=== design 1 ===
Design 1, I/O nets highlighted:
Scale: 4 px per um.
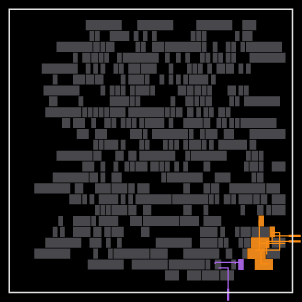

<file path="config.mk">
export PLATFORM = sky130hd
export DESIGN_NAME = led_seq_ctrl
export DESIGN_NICKNAME = d
export VERILOG_FILES = /design/src/rtl/led_seq_ctrl.sv
export SDC_FILE = /design/constraint.sdc
export NUM_CORES = 1
export LEC_CHECK = 0
export ABC_AREA = 1
export CAP_MARGIN = 0
export CORE_UTILIZATION = 45
export DETAILED_ROUTE_END_ITERATION = 10
export PLACE_DENSITY = 0.67
export SYNTH_ARGS = -nofsm -noshare
export SYNTH_HDL_FRONTEND = slang
export SYNTH_SLANG_ARGS = --single-unit
</file>
<file path="constraint.sdc">
create_clock -name clk -period 2 [get_ports clk]
set_input_delay 0.5 -clock clk [delete_from_list [all_inputs] [get_ports clk]]
set_output_delay 0.5 -clock clk [all_outputs]
set_load 0.02 [all_outputs]
</file>
<file path="src/rtl/led_seq_ctrl.sv">
// Command-driven LED sequencer: divides clk into a periodic strobe and drives LED index / reload strobe.
// Optional LED_SEQ_FAST_SIM_EN forces the divider to 16 for short simulations.
module led_seq_ctrl #(
  parameter int CLK_FREQ_HZ = 50_000_000,
  parameter int TICK_HZ     = 1
) (
  input  logic       clk,
  input  logic       rst_n,
  input  logic       cmd_valid,
  output logic       cmd_ready,
  input  logic [1:0] cmd_op,
  input  logic [1:0] cmd_arg,
  output logic       delay_1s,
  output logic       led_load_en,
  output logic [1:0] led_sel,
  output logic       busy
);

`ifdef LED_SEQ_FAST_SIM_EN
  localparam int DIV = 16;
`else
  localparam int DIV = CLK_FREQ_HZ / TICK_HZ;
`endif
  localparam int PW = $clog2(DIV);
  localparam logic [PW-1:0] PRESC_TOP = PW'(DIV - 1);

  localparam logic [1:0] OP_STOP   = 2'b00;
  localparam logic [1:0] OP_HOLD   = 2'b01;
  localparam logic [1:0] OP_ROTATE = 2'b10;
  localparam logic [1:0] OP_RELOAD = 2'b11;

  typedef enum logic [1:0] {
    ST_IDLE   = 2'd0,
    ST_HOLD   = 2'd1,
    ST_ROTATE = 2'd2,
    ST_LOAD   = 2'd3
  } state_t;

  state_t          r_state;
  logic [PW-1:0]   r_presc;
  logic            r_phase;
  logic [1:0]      r_led_sel;
  logic            r_delay_1s;
  logic            r_led_load_en;
  logic            r_busy;

  state_t          w_state_next;
  logic [PW-1:0]   w_presc_next;
  logic            w_phase_next;
  logic [1:0]      w_led_sel_next;
  logic            w_delay_next;
  logic            w_load_next;
  logic            w_busy_next;
  logic            w_accept;
  logic            w_wrap;
  logic [1:0]      w_arg_clamped;

  // Ready is forced low while reset is asserted and rises with its release.
  assign cmd_ready     = rst_n && (r_state != ST_LOAD);
  assign w_accept      = cmd_valid && cmd_ready;
  assign w_arg_clamped = (cmd_arg == 2'd3) ? 2'd2 : cmd_arg;
  assign w_wrap        = ((r_state == ST_HOLD) || (r_state == ST_ROTATE)) && (r_presc == PRESC_TOP);

  always_ff @(posedge clk or negedge rst_n) begin
    if (!rst_n) begin
      r_state       <= ST_IDLE;
      r_presc       <= '0;
      r_phase       <= 1'b0;
      r_led_sel     <= 2'd0;
      r_delay_1s    <= 1'b0;
      r_led_load_en <= 1'b0;
      r_busy        <= 1'b0;
    end else begin
      r_state       <= w_state_next;
      r_presc       <= w_presc_next;
      r_phase       <= w_phase_next;
      r_led_sel     <= w_led_sel_next;
      r_delay_1s    <= w_delay_next;
      r_led_load_en <= w_load_next;
      r_busy        <= w_busy_next;
    end
  end

  always_comb begin
    w_state_next   = r_state;
    w_presc_next   = r_presc;
    w_phase_next   = r_phase;
    w_led_sel_next = r_led_sel;
    w_delay_next   = 1'b0;

    case (r_state)
      ST_HOLD, ST_ROTATE: begin
        w_presc_next = w_wrap ? '0 : r_presc + PW'(1);
        w_delay_next = w_wrap;
        // Phase/advance act on the registered strobe so led_sel moves one cycle after it.
        if ((r_state == ST_ROTATE) && r_delay_1s) begin
          w_phase_next = ~r_phase;
          if (r_phase) begin
            w_led_sel_next = (r_led_sel == 2'd2) ? 2'd0 : r_led_sel + 2'd1;
          end
        end
      end
      ST_LOAD: begin
        w_presc_next = '0;
        w_state_next = ST_IDLE;
      end
      default: begin
        w_presc_next = '0;
      end
    endcase

    // An accepted command overrides any wrap or advance in the same cycle.
    if (w_accept) begin
      w_presc_next = '0;
      w_delay_next = 1'b0;
      case (cmd_op)
        OP_STOP: begin
          w_state_next = ST_IDLE;
        end
        OP_HOLD: begin
          w_state_next   = ST_HOLD;
          w_led_sel_next = w_arg_clamped;
          w_phase_next   = 1'b0;
        end
        OP_ROTATE: begin
          w_state_next   = ST_ROTATE;
          w_led_sel_next = w_arg_clamped;
          w_phase_next   = 1'b0;
        end
        OP_RELOAD: begin
          w_state_next   = ST_LOAD;
          w_led_sel_next = 2'd0;
        end
        default: begin
          w_state_next = ST_IDLE;
        end
      endcase
    end

    w_load_next = (w_state_next == ST_LOAD);
    w_busy_next = (w_state_next == ST_HOLD) || (w_state_next == ST_ROTATE);
  end

  assign delay_1s    = r_delay_1s;
  assign led_load_en = r_led_load_en;
  assign led_sel     = r_led_sel;
  assign busy        = r_busy;

endmodule

</file>
=== design 2 ===
### src/rtl/vedic_mul_pipe_if.sv
// Valid/ready operand and result bundle for vedic_mul_pipe.
// The producer/consumer side uses master; the multiplier uses slave.
interface vedic_mul_pipe_if #(
    parameter int WIDTH = 16,
    parameter int TAG_W = 4
);
    logic                 IN_VALID;
    logic                 IN_READY;
    logic [WIDTH-1:0]     A;
    logic [WIDTH-1:0]     B;
    logic                 SIGNED_EN;
    logic [TAG_W-1:0]     IN_TAG;
    logic                 OUT_VALID;
    logic                 OUT_READY;
    logic [2*WIDTH-1:0]   Q;
    logic [TAG_W-1:0]     OUT_TAG;

    modport master (
        output IN_VALID, A, B, SIGNED_EN, IN_TAG, OUT_READY,
        input  IN_READY, OUT_VALID, Q, OUT_TAG
    );

    modport slave (
        input  IN_VALID, A, B, SIGNED_EN, IN_TAG, OUT_READY,
        output IN_READY, OUT_VALID, Q, OUT_TAG
    );
endinterface

### src/rtl/vedic_mul_pipe.sv
// Three-stage pipelined Urdhva-Tiryagbhyam multiplier, signed/unsigned per beat,
// valid/ready on both sides with a global stall on output backpressure.

// Recursive combinational Vedic core: splits down to 2x2 bit cells.
module vedic_mul_core #(
    parameter int N = 4
) (
    input  logic [N-1:0]   a_i,
    input  logic [N-1:0]   b_i,
    output logic [2*N-1:0] p_o
);
    if (N == 2) begin : gen_cell
        logic x1, x2, hh, c1;
        assign x1     = a_i[1] & b_i[0];
        assign x2     = a_i[0] & b_i[1];
        assign hh     = a_i[1] & b_i[1];
        assign c1     = x1 & x2;
        assign p_o[0] = a_i[0] & b_i[0];
        assign p_o[1] = x1 ^ x2;
        assign p_o[2] = hh ^ c1;
        assign p_o[3] = hh & c1;
    end else begin : gen_split
        localparam int M = N / 2;
        logic [N-1:0]   q0, q1, q2, q3;
        logic [N-1:0]   pp0;
        logic [3*M-1:0] pp1, upper;

        vedic_mul_core #(.N(M)) u_q0 (.a_i(a_i[M-1:0]), .b_i(b_i[M-1:0]), .p_o(q0));
        vedic_mul_core #(.N(M)) u_q1 (.a_i(a_i[N-1:M]), .b_i(b_i[M-1:0]), .p_o(q1));
        vedic_mul_core #(.N(M)) u_q2 (.a_i(a_i[M-1:0]), .b_i(b_i[N-1:M]), .p_o(q2));
        vedic_mul_core #(.N(M)) u_q3 (.a_i(a_i[N-1:M]), .b_i(b_i[N-1:M]), .p_o(q3));

        assign pp0   = q1 + {{M{1'b0}}, q0[N-1:M]};
        assign pp1   = {q3, {M{1'b0}}} + {{M{1'b0}}, q2};
        assign upper = {{M{1'b0}}, pp0} + pp1;
        assign p_o   = {upper, q0[M-1:0]};
    end
endmodule

module vedic_mul_pipe #(
    parameter int WIDTH = 16,
    parameter int TAG_W = 4
) (
    input  logic          CLK,
    input  logic          RST_n,
    vedic_mul_pipe_if.slave bus
);
    localparam int H = WIDTH / 2;

    logic               stall;
    logic               neg_d;
    logic [WIDTH-1:0]   a_mag_d, b_mag_d;

    logic               s1_valid_q, s1_neg_q;
    logic [WIDTH-1:0]   s1_a_q, s1_b_q;
    logic [TAG_W-1:0]   s1_tag_q;

    logic [2*H-1:0]     q0_d, q1_d, q2_d, q3_d;
    logic               s2_valid_q, s2_neg_q;
    logic [2*H-1:0]     s2_q0_q, s2_q1_q, s2_q2_q, s2_q3_q;
    logic [TAG_W-1:0]   s2_tag_q;

    logic [2*H-1:0]     pp0;
    logic [3*H-1:0]     pp1, upper;
    logic [2*WIDTH-1:0] p_d, q_d;

    logic               out_valid_q;
    logic [2*WIDTH-1:0] q_q;
    logic [TAG_W-1:0]   out_tag_q;

    // A full output register that is not being taken freezes the whole pipe.
    assign stall        = out_valid_q && !bus.OUT_READY;
    assign bus.IN_READY = !stall;

    always_comb begin
        neg_d   = bus.SIGNED_EN & (bus.A[WIDTH-1] ^ bus.B[WIDTH-1]);
        a_mag_d = (bus.SIGNED_EN && bus.A[WIDTH-1]) ? -bus.A : bus.A;
        b_mag_d = (bus.SIGNED_EN && bus.B[WIDTH-1]) ? -bus.B : bus.B;
    end

    vedic_mul_core #(.N(H)) u_q0 (.a_i(s1_a_q[H-1:0]),     .b_i(s1_b_q[H-1:0]),     .p_o(q0_d));
    vedic_mul_core #(.N(H)) u_q1 (.a_i(s1_a_q[WIDTH-1:H]), .b_i(s1_b_q[H-1:0]),     .p_o(q1_d));
    vedic_mul_core #(.N(H)) u_q2 (.a_i(s1_a_q[H-1:0]),     .b_i(s1_b_q[WIDTH-1:H]), .p_o(q2_d));
    vedic_mul_core #(.N(H)) u_q3 (.a_i(s1_a_q[WIDTH-1:H]), .b_i(s1_b_q[WIDTH-1:H]), .p_o(q3_d));

    always_comb begin
        pp0   = s2_q1_q + {{H{1'b0}}, s2_q0_q[2*H-1:H]};
        pp1   = {s2_q3_q, {H{1'b0}}} + {{H{1'b0}}, s2_q2_q};
        upper = {{H{1'b0}}, pp0} + pp1;
        p_d   = {upper, s2_q0_q[H-1:0]};
        q_d   = s2_neg_q ? -p_d : p_d;
    end

    // NOTE: state uses non-blocking assignments so every stage samples the
    // previous stage's old value on the same edge.
    always_ff @(posedge CLK or negedge RST_n) begin
        if (!RST_n) begin
            s1_valid_q  <= 1'b0;
            s1_neg_q    <= 1'b0;
            s1_a_q      <= '0;
            s1_b_q      <= '0;
            s1_tag_q    <= '0;
            s2_valid_q  <= 1'b0;
            s2_neg_q    <= 1'b0;
            s2_q0_q     <= '0;
            s2_q1_q     <= '0;
            s2_q2_q     <= '0;
            s2_q3_q     <= '0;
            s2_tag_q    <= '0;
            out_valid_q <= 1'b0;
            q_q         <= '0;
            out_tag_q   <= '0;
        end else if (!stall) begin
            s1_valid_q  <= bus.IN_VALID;
            s1_neg_q    <= neg_d;
            s1_a_q      <= a_mag_d;
            s1_b_q      <= b_mag_d;
            s1_tag_q    <= bus.IN_TAG;
            s2_valid_q  <= s1_valid_q;
            s2_neg_q    <= s1_neg_q;
            s2_q0_q     <= q0_d;
            s2_q1_q     <= q1_d;
            s2_q2_q     <= q2_d;
            s2_q3_q     <= q3_d;
            s2_tag_q    <= s1_tag_q;
            out_valid_q <= s2_valid_q;
            q_q         <= q_d;
            out_tag_q   <= s2_tag_q;
        end
    end

    assign bus.OUT_VALID = out_valid_q;
    assign bus.Q         = q_q;
    assign bus.OUT_TAG   = out_tag_q;
endmodule
### src/flat_wrapper.sv
// flat-port wrapper written by rule: the top's interface ports become plain ports
module vedic_mul_pipe_flat 
#(
    parameter int WIDTH = 16,
    parameter int TAG_W = 4
)
  (CLK, RST_n, bus_IN_VALID, bus_A, bus_B, bus_SIGNED_EN, bus_IN_TAG, bus_OUT_READY, bus_IN_READY, bus_OUT_VALID, bus_Q, bus_OUT_TAG);
  vedic_mul_pipe_if #(.WIDTH(WIDTH), .TAG_W(TAG_W)) bus_i ();
  input  logic CLK;
  input  logic RST_n;
  input wire logic [$bits(bus_i.IN_VALID)-1:0] bus_IN_VALID;
  input wire logic [$bits(bus_i.A)-1:0] bus_A;
  input wire logic [$bits(bus_i.B)-1:0] bus_B;
  input wire logic [$bits(bus_i.SIGNED_EN)-1:0] bus_SIGNED_EN;
  input wire logic [$bits(bus_i.IN_TAG)-1:0] bus_IN_TAG;
  input wire logic [$bits(bus_i.OUT_READY)-1:0] bus_OUT_READY;
  output wire logic [$bits(bus_i.IN_READY)-1:0] bus_IN_READY;
  output wire logic [$bits(bus_i.OUT_VALID)-1:0] bus_OUT_VALID;
  output wire logic [$bits(bus_i.Q)-1:0] bus_Q;
  output wire logic [$bits(bus_i.OUT_TAG)-1:0] bus_OUT_TAG;
  assign bus_i.IN_VALID = bus_IN_VALID;
  assign bus_i.A = bus_A;
  assign bus_i.B = bus_B;
  assign bus_i.SIGNED_EN = bus_SIGNED_EN;
  assign bus_i.IN_TAG = bus_IN_TAG;
  assign bus_i.OUT_READY = bus_OUT_READY;
  assign bus_IN_READY = bus_i.IN_READY;
  assign bus_OUT_VALID = bus_i.OUT_VALID;
  assign bus_Q = bus_i.Q;
  assign bus_OUT_TAG = bus_i.OUT_TAG;
  vedic_mul_pipe #(.WIDTH(WIDTH), .TAG_W(TAG_W)) u_core (.CLK(CLK), .RST_n(RST_n), .bus(bus_i));
endmodule
### config.mk
export PLATFORM = sky130hd
export DESIGN_NAME = vedic_mul_pipe_flat
export DESIGN_NICKNAME = d
export VERILOG_FILES = /design/src/rtl/vedic_mul_pipe_if.sv /design/src/rtl/vedic_mul_pipe.sv /design/src/flat_wrapper.sv
export SDC_FILE = /design/constraint.sdc
export NUM_CORES = 1
export LEC_CHECK = 0
export ABC_AREA = 1
export CORE_ASPECT_RATIO = 2
export CORE_UTILIZATION = 50
export DETAILED_ROUTE_END_ITERATION = 8
export PLACE_DENSITY_LB_ADDON = 0.3
export SLEW_MARGIN = 40
export SYNTH_ARGS = -nofsm -noshare
export SYNTH_HDL_FRONTEND = slang
export SYNTH_HIERARCHICAL = 1
export SYNTH_SLANG_ARGS = --single-unit
### constraint.sdc
create_clock -name CLK -period 5.83 [get_ports CLK]
set_input_delay 0.583 -clock CLK [delete_from_list [all_inputs] [get_ports CLK]]
set_output_delay 0.583 -clock CLK [all_outputs]
set_load 0.01 [all_outputs]
=== design 3 ===
### config.mk
export PLATFORM = sky130hd
export DESIGN_NAME = key_debouncer
export DESIGN_NICKNAME = d
export VERILOG_FILES = /design/src/rtl/key_debouncer_pkg.sv /design/src/rtl/key_debounce_ch.sv /design/src/rtl/key_debouncer.sv
export SDC_FILE = /design/constraint.sdc
export NUM_CORES = 1
export LEC_CHECK = 0
export ABC_AREA = 1
export CORE_AREA = 2 2 121 123
export CTS_CLUSTER_SIZE = 25
export DETAILED_ROUTE_END_ITERATION = 12
export DIE_AREA = 0 0 123 125
export DONT_BUFFER_PORTS = 1
export PLACE_DENSITY = 0.7
export SYNTH_ARGS = -nofsm -noshare
export SYNTH_HDL_FRONTEND = slang
export SYNTH_SLANG_ARGS = --single-unit
### constraint.sdc
create_clock -name clk -period 2.25 [get_ports clk]
set_input_delay 0.45 -clock clk [delete_from_list [all_inputs] [get_ports clk]]
set_output_delay 0.45 -clock clk [all_outputs]
set_load 0.005 [all_outputs]
### src/rtl/key_debouncer_pkg.sv
// key_debouncer_pkg
//   Shared definitions for the push-button conditioning front end:
//   per-channel FSM state encoding, default cycle counts (50 MHz board clock)
//   and the counter-width helper used by every channel.
package key_debouncer_pkg;

   typedef enum logic [2:0] {
      RELEASED,
      PRESS_CHK,
      HELD,
      REPEATING,
      RELEASE_CHK
   } key_fsm_e;

   localparam int unsigned DEF_NKEYS             = 3;
   localparam int unsigned DEF_DEBOUNCE_CYC      = 250000;    // 5 ms
   localparam int unsigned DEF_REPEAT_DELAY_CYC  = 25000000;  // 500 ms
   localparam int unsigned DEF_REPEAT_PERIOD_CYC = 5000000;   // 100 ms
   localparam int unsigned DEF_REPEAT_EN         = 1;

   // Width that holds (largest terminal count - 1); never narrower than 1 bit.
   function automatic int unsigned cnt_width(input int unsigned a,
                                             input int unsigned b,
                                             input int unsigned c);
      int unsigned m;
      m = a;
      if (b > m) m = b;
      if (c > m) m = c;
      if (m < 2) return 1;
      return $clog2(m);
   endfunction

endpackage

### src/rtl/key_debounce_ch.sv
// key_debounce_ch
//   One key channel: 2-flop synchroniser, debounce/auto-repeat FSM and its
//   shared cycle counter. All outputs are registered.
// Ports:
//   clk          system clock
//   rst_key      asynchronous active-low reset
//   key_raw      raw asynchronous key, active-low
//   key_state    debounced level, 1 = held
//   key_press    one-cycle strobe on accepted press
//   key_release  one-cycle strobe on accepted release
//   key_repeat   one-cycle auto-repeat strobe while held
module key_debounce_ch
   import key_debouncer_pkg::*;
#(
   parameter int unsigned DEBOUNCE_CYC      = DEF_DEBOUNCE_CYC,
   parameter int unsigned REPEAT_DELAY_CYC  = DEF_REPEAT_DELAY_CYC,
   parameter int unsigned REPEAT_PERIOD_CYC = DEF_REPEAT_PERIOD_CYC,
   parameter int unsigned REPEAT_EN         = DEF_REPEAT_EN
) (
   input  logic clk,
   input  logic rst_key,
   input  logic key_raw,
   output logic key_state,
   output logic key_press,
   output logic key_release,
   output logic key_repeat
);

   localparam int unsigned CW = cnt_width(DEBOUNCE_CYC, REPEAT_DELAY_CYC, REPEAT_PERIOD_CYC);
   localparam logic [CW-1:0] DEB_LAST = CW'(DEBOUNCE_CYC - 1);
   localparam logic [CW-1:0] DLY_LAST = CW'(REPEAT_DELAY_CYC - 1);
   localparam logic [CW-1:0] PER_LAST = CW'(REPEAT_PERIOD_CYC - 1);

   logic [1:0]    sync_q;
   logic          sync;
   key_fsm_e      st;
   logic [CW-1:0] cnt;
   logic [CW-1:0] cnt_inc;

   assign sync = sync_q[1];

   // Saturating increment: with repeat disabled HELD counts indefinitely.
   always_comb begin
      cnt_inc = cnt;
      if (cnt != '1) cnt_inc = cnt + 1'b1;
   end

   always_ff @(posedge clk or negedge rst_key) begin
      if (!rst_key) begin
         sync_q      <= '1;
         st          <= RELEASED;
         cnt         <= '0;
         key_state   <= 1'b0;
         key_press   <= 1'b0;
         key_release <= 1'b0;
         key_repeat  <= 1'b0;
      end else begin
         sync_q      <= {sync_q[0], key_raw};
         key_press   <= 1'b0;
         key_release <= 1'b0;
         key_repeat  <= 1'b0;
         unique case (st)
            RELEASED: begin
               if (!sync) begin
                  st  <= PRESS_CHK;
                  cnt <= '0;
               end
            end
            PRESS_CHK: begin
               if (sync) begin
                  st  <= RELEASED;
                  cnt <= '0;
               end else if (cnt == DEB_LAST) begin
                  st        <= HELD;
                  key_press <= 1'b1;
                  key_state <= 1'b1;
                  cnt       <= '0;
               end else begin
                  cnt <= cnt_inc;
               end
            end
            HELD: begin
               if (sync) begin
                  st  <= RELEASE_CHK;
                  cnt <= '0;
               end else if ((REPEAT_EN != 0) && (cnt == DLY_LAST)) begin
                  st         <= REPEATING;
                  key_repeat <= 1'b1;
                  cnt        <= '0;
               end else begin
                  cnt <= cnt_inc;
               end
            end
            REPEATING: begin
               if (sync) begin
                  st  <= RELEASE_CHK;
                  cnt <= '0;
               end else if (cnt == PER_LAST) begin
                  key_repeat <= 1'b1;
                  cnt        <= '0;
               end else begin
                  cnt <= cnt_inc;
               end
            end
            RELEASE_CHK: begin
               // Returning to HELD (not REPEATING) restarts the repeat delay.
               if (!sync) begin
                  st  <= HELD;
                  cnt <= '0;
               end else if (cnt == DEB_LAST) begin
                  st          <= RELEASED;
                  key_release <= 1'b1;
                  key_state   <= 1'b0;
                  cnt         <= '0;
               end else begin
                  cnt <= cnt_inc;
               end
            end
            default: begin
               st  <= RELEASED;
               cnt <= '0;
            end
         endcase
      end
   end

endmodule

### src/rtl/key_debouncer.sv
// key_debouncer
//   Conditions NKEYS raw active-low push-buttons into debounced levels and
//   one-cycle press / release / auto-repeat strobes. Channels are independent.
// Ports:
//   clk          system clock
//   rst_key      asynchronous active-low reset
//   keys         raw asynchronous keys, active-low (0 = pressed)
//   key_state    debounced level, active-high
//   key_press    one-cycle strobe per accepted press
//   key_release  one-cycle strobe per accepted release
//   key_repeat   one-cycle auto-repeat strobe while held
module key_debouncer
   import key_debouncer_pkg::*;
#(
   parameter int unsigned NKEYS             = DEF_NKEYS,
   parameter int unsigned DEBOUNCE_CYC      = DEF_DEBOUNCE_CYC,
   parameter int unsigned REPEAT_DELAY_CYC  = DEF_REPEAT_DELAY_CYC,
   parameter int unsigned REPEAT_PERIOD_CYC = DEF_REPEAT_PERIOD_CYC,
   parameter int unsigned REPEAT_EN         = DEF_REPEAT_EN
) (
   input  logic             clk,
   input  logic             rst_key,
   input  logic [NKEYS-1:0] keys,
   output logic [NKEYS-1:0] key_state,
   output logic [NKEYS-1:0] key_press,
   output logic [NKEYS-1:0] key_release,
   output logic [NKEYS-1:0] key_repeat
);

   for (genvar i = 0; i < NKEYS; i++) begin : g_ch
      key_debounce_ch #(
         .DEBOUNCE_CYC      (DEBOUNCE_CYC),
         .REPEAT_DELAY_CYC  (REPEAT_DELAY_CYC),
         .REPEAT_PERIOD_CYC (REPEAT_PERIOD_CYC),
         .REPEAT_EN         (REPEAT_EN)
      ) u_ch (
         .clk         (clk),
         .rst_key     (rst_key),
         .key_raw     (keys[i]),
         .key_state   (key_state[i]),
         .key_press   (key_press[i]),
         .key_release (key_release[i]),
         .key_repeat  (key_repeat[i])
      );
   end

endmodule


==> notes/layouts.md <==
Pictures saved along the way, in no particular order.

Routed clock nets over the placement.
shot_01.png
Scale: 3 px per um.
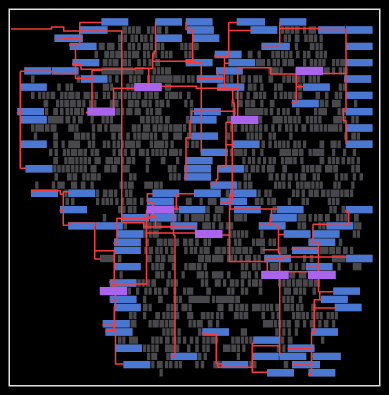
shot_02.png
Scale: 6 px per um.
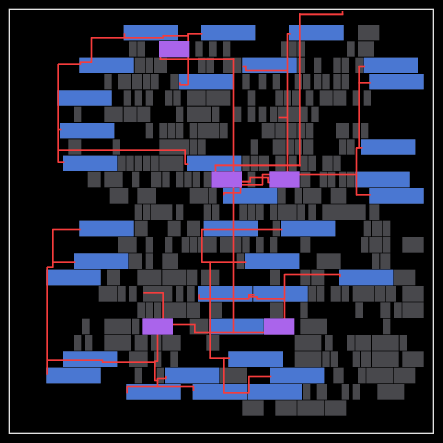
shot_03.png
Scale: 1.5 px per um.
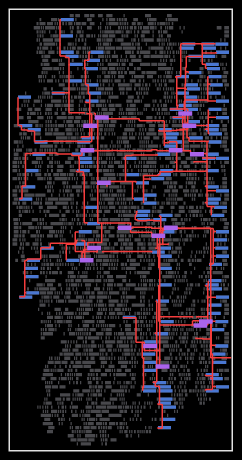
Of these, largest die: shot_03.png
Of these, fewest sequential cells: shot_02.png
For design 3, see shot_01.png.
For design 2, see shot_03.png.
For design 1, see shot_02.png.

Key to shot_01.png:
legend:
  blue:
    item: flip-flops
    count: 102
  purple:
    item: clock-net drivers
    count: 9
  red:
    item: clock wires
    length: 1,400 um
routed clock nets: 10

Design 2, cell area per tile:
Scale: 1.5 px per um. The die is cut into 15 by 29 equal tiles; dark blue is low, red is high, 0 to 100% covered.
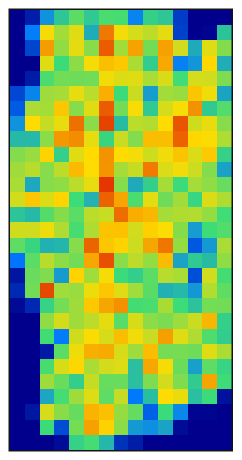
nearly empty tiles: 9.4%
emptiest ninth of the die: lower left
fullest tile: 94%
tiles over 75% full: 16%
core area: 0.0418 mm^2
final core occ: 57.2%
Initial Util: 50.8%

Design 2, I/O nets highlighted:
Scale: 1 px per um.
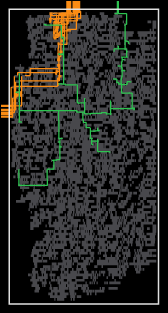
legend:
  green:
    port: `bus_IN_READY`
    bits: 1
    direction: output
    end_cells: 1
    wire: 770 um
  orange:
    port: `bus_A`
    bits: 16
    direction: input
    end_cells: 32
    wire: 927 um
io pins: 79
IO buf count: 78

==> impl_metrics.tcl, design 2 <==
# yosys + openroad results
set metrics [dict create \
    crit_type "reg -> reg" \
    grtUsageMet1_pct 25.5 \
    stdcell_area_mm2 0.0239 \
    vias_per_cell 5.25 \
    hold_buffers 0 \
    path_depth 26 \
    vias 19900 \
    synth.area.mux_share_pct 0 \
    final-nonclk-buf-share_pct 4.88 \
    synth_area_leader_cell "ha_1" \
    slew_headroom_pct 47.7 \
    critPathBufInv 3 \
    compound_area_share_pct 4.46 \
    clk_latency_ns 0.46 \
    drt_iter0_drc 887 \
    dieArea_mm2 0.0433 \
    yosysMostFrequentCell "nand2_1" \
    post-cts-setup-buffer-count 0 \
    ys_sh_simple_pct 31.0 \
    hold_class "in -> async" \
    synthXorXnorAreaFrac_pct 5.03 \
    tritoncts "done" \
    clockBufferDepth 2 \
    grt_pass1_vias 20500 \
    netlist_area_mm2 0.0212 \
    tapCellCount 540 \
    maxCapViolCount 0 \
    signal_buffers 127 \
    antennaDiodeCount 0 \
    wirelength_um 58900 \
    wl_per_cell_um 15.5 \
    r2r_cells 26 \
    cp_data_arrival_time_ns 6.04 \
    cp_slowest_cell "fa_1" \
    use_met2_pct 56.3 \
    slowest_delay_ns 0.48 \
    final_nets 3737 \
    status "finished clean" \
    fin_ws_ns 0.187 \
    topCombFamilyByArea "simple AND/OR/NAND/NOR gates" \
    clock-sinks 145 \
    largest_reg_flops 32 \
    clk_share_pct 2.54 \
    yosysSeqAreaShare_pct 17.1 \
    clock.fmax_mhz 177 \
    cts-buffers-inserted 17 \
    reg2reg_slack_ns 0.19 \
    ys_ff 145 \
    crit_path_frequent_cell "nand2_1" \
    antenna_left 0 \
    route.met2.wl_um 32600 \
    busiest_layer "met2" \
    inv_count 634 \
    h-tree-depth 4 \
    slew_violations 0 \
    ys_warn_count 6 \
    cp_data_required_time_ns 6.22 \
    die_h_um 293 \
    globalplace.congestion 0.932 \
    crit_fanout 7 \
    cts_resized 0 \
    common_cells "nand2_1 (1,059), inv_1 (625), ha_1 (359)" \
    seq_share_pct 15.2 \
]
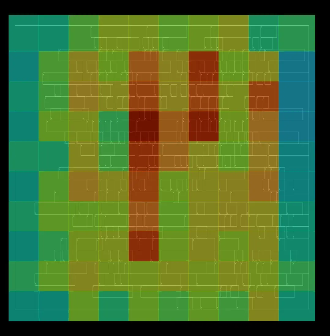
Design 1: routing congestion map
met3 GRT Util: 4.47%
total track usage: 18.9%

## Picture notes: 'I/O nets highlighted' of design 1
legend:
  purple:
    port: `cmd_ready`
    bits: 1
    direction: output
    end_cells: 1
    wire: 15.0 um
  orange:
    port: `cmd_op`
    bits: 2
    direction: input
    end_cells: 5
    wire: 46.4 um
IO buf count: 12
io pins: 13

==> impl_metrics.tcl, design 1 <==
# yosys + openroad results
set metrics [dict create \
    status "finished clean" \
    tritoncts "done" \
    synth.area.mux_share_pct 0 \
    synthAdderAreaFrac_pct 6.53 \
    finalClockPeriodUsage_pct 93.3 \
    ys_cells 273 \
    ff_type "dfrtp_1" \
    largest_reg_flops 26 \
    tapCellCount 52 \
    ys_ff 34 \
    die_h_um 70.4 \
    ys_area_mm2 0.00211 \
    synth_area_leader_cell "dfrtp_1" \
    reg2reg_slack_ns 0.24 \
    vias_per_cell 4.78 \
    slew_violations 0 \
    seq_cell_count 34 \
    dp_hpwl_um 3020 \
    hold_slack_ns 0.529 \
    warnings 33 \
    clk_latency_ns 0.29 \
    grt_max_degree 35 \
    fill_cells 425 \
    clock-sinks 34 \
    wl_met1_um 2000 \
    clock.fmax_mhz 536 \
    fp-row-count 24 \
    cp_top_family "buffers and inverters" \
    ys_sh_simple_pct 35.8 \
    comb_area_mm2 0.00108 \
    cp-endpoint "cmd_ready" \
    seq_share_pct 35.3 \
    final_cell_mix "nand2_1 (60), nor2_1 (56), inv_1 (34), dfrtp_1 (34), nand3_1 (12)" \
    globalplace.congestion 0.844 \
    wl_per_cell_um 11.7 \
    busiest_layer "met2" \
    syn_inst 273 \
    path_cells "clkdlybuf4s50_1, inv_1, nor2_1, buf_2" \
    dieArea_mm2 0.00496 \
    syn_nets 291 \
    finalHoldViolations 0 \
    top_register "r_presc" \
    fin_setup_tns_ns 0 \
    placed_area_mm2 0.00230 \
    placed_cells 339 \
    largest_class "combinational gates" \
    crit_fanout 2 \
    critical_path.startpoint "rst_n" \
    antenna_left 0 \
    path_depth 4 \
    core_area_mm2 0.00441 \
    cp_slowest_cell "clkdlybuf4s50_1" \
    logic_gates 200 \
    drt_pass1_iterations 4 \
    slowest_delay_ns 0.52 \
    ys_top_cells_by_area "dfrtp_1 (40%), nand2_1 (11%), nor2_1 (10%)" \
    yosysSeqAreaShare_pct 40.4 \
    signal_buffers 16 \
    yosysMostFrequentCell "nand2_1" \
    hold_depth 1 \
    cp_data_arrival_time_ns 1.37 \
    fin_ws_ns 0.133 \
    syn_area_per_cell_um2 7.72 \
    maxCapViolCount 0 \
]
Design 3, met4 routing:
Scale: 3 px per um. Supply wires on this layer in gray.
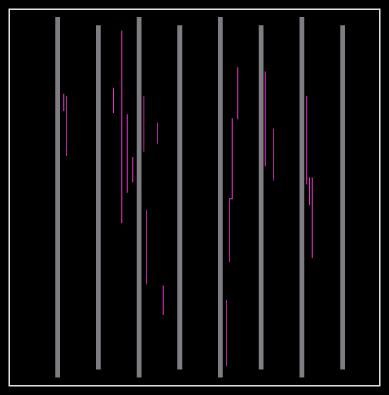
main direction: vertical
longest straight run: 63.9 um
share of all routed wire: 2.5%
Vias: 6,353
drt total wl: 15,900 um

==> impl_metrics.tcl, design 3 <==
# yosys + openroad results
set metrics [dict create \
    die_w_um 123 \
    grt_max_degree 103 \
    fin_ws_ns 0.178 \
    crit_fanout 11 \
    end_kind "flip-flop" \
    crit_path_start_kind "flip-flop" \
    drt_pass1_iterations 8 \
    drive_above_1_share_pct 7.62 \
    edf_count 0 \
    post-cts-setup-buffer-count 0 \
    clkbuf_count 11 \
    ys_cells 1036 \
    path_cells "ha_1, inv_1, nor2_1, nand2_1, nor2_4, nand3_4, nand2_4, nor2_1, o21ai_0, nor2_1" \
    violations "hold timing" \
    h-tree-depth 3 \
    ys_ff 102 \
    slew_violations 0 \
    cts_root_buf "clkbuf_16" \
    clock-sinks 102 \
    stdcell_area_mm2 0.00731 \
    die_h_um 125 \
    syn_to_final_growth_pct 6.20 \
    globalplace.congestion 0.977 \
    r2r_cells 10 \
    netlist_area_mm2 0.00688 \
    drt_iter0_drc 737 \
    route.met2.wl_um 7290 \
    synthAdderAreaFrac_pct 0.545 \
    finalHoldViolations 102 \
    layout.cells.most_common "nand2_1" \
    comb_area_share_pct 49.6 \
    wl_met3_um 710 \
    status "finished with violations" \
    hold_slack_ns -0.220 \
    clkSlewWorstSetupHoldPaths_ns 0.07 \
    rsz0062_at_grt "no" \
    warnings 30 \
    syn_inst 1036 \
    cp_slowest_cell "dfrtp_1" \
    antennaDiodeCount 0 \
    tritoncts "done" \
    top_register "g_ch.u_ch.cnt" \
    synthXorXnorAreaFrac_pct 3.18 \
    crit_path_frequent_cell "nor2_1" \
    grt-ovfl-total 0 \
    grt_pass1_wl_um 27200 \
    wl_met1_um 7510 \
    ys_top_cells_by_area "dfrtp_1 (35%), nand2_1 (15%), nor2_1 (11%)" \
    cp-endpoint "g_ch[0].u_ch.cnt[8]$_DFFE_PN0P_" \
    clock.fmax_mhz 483 \
]

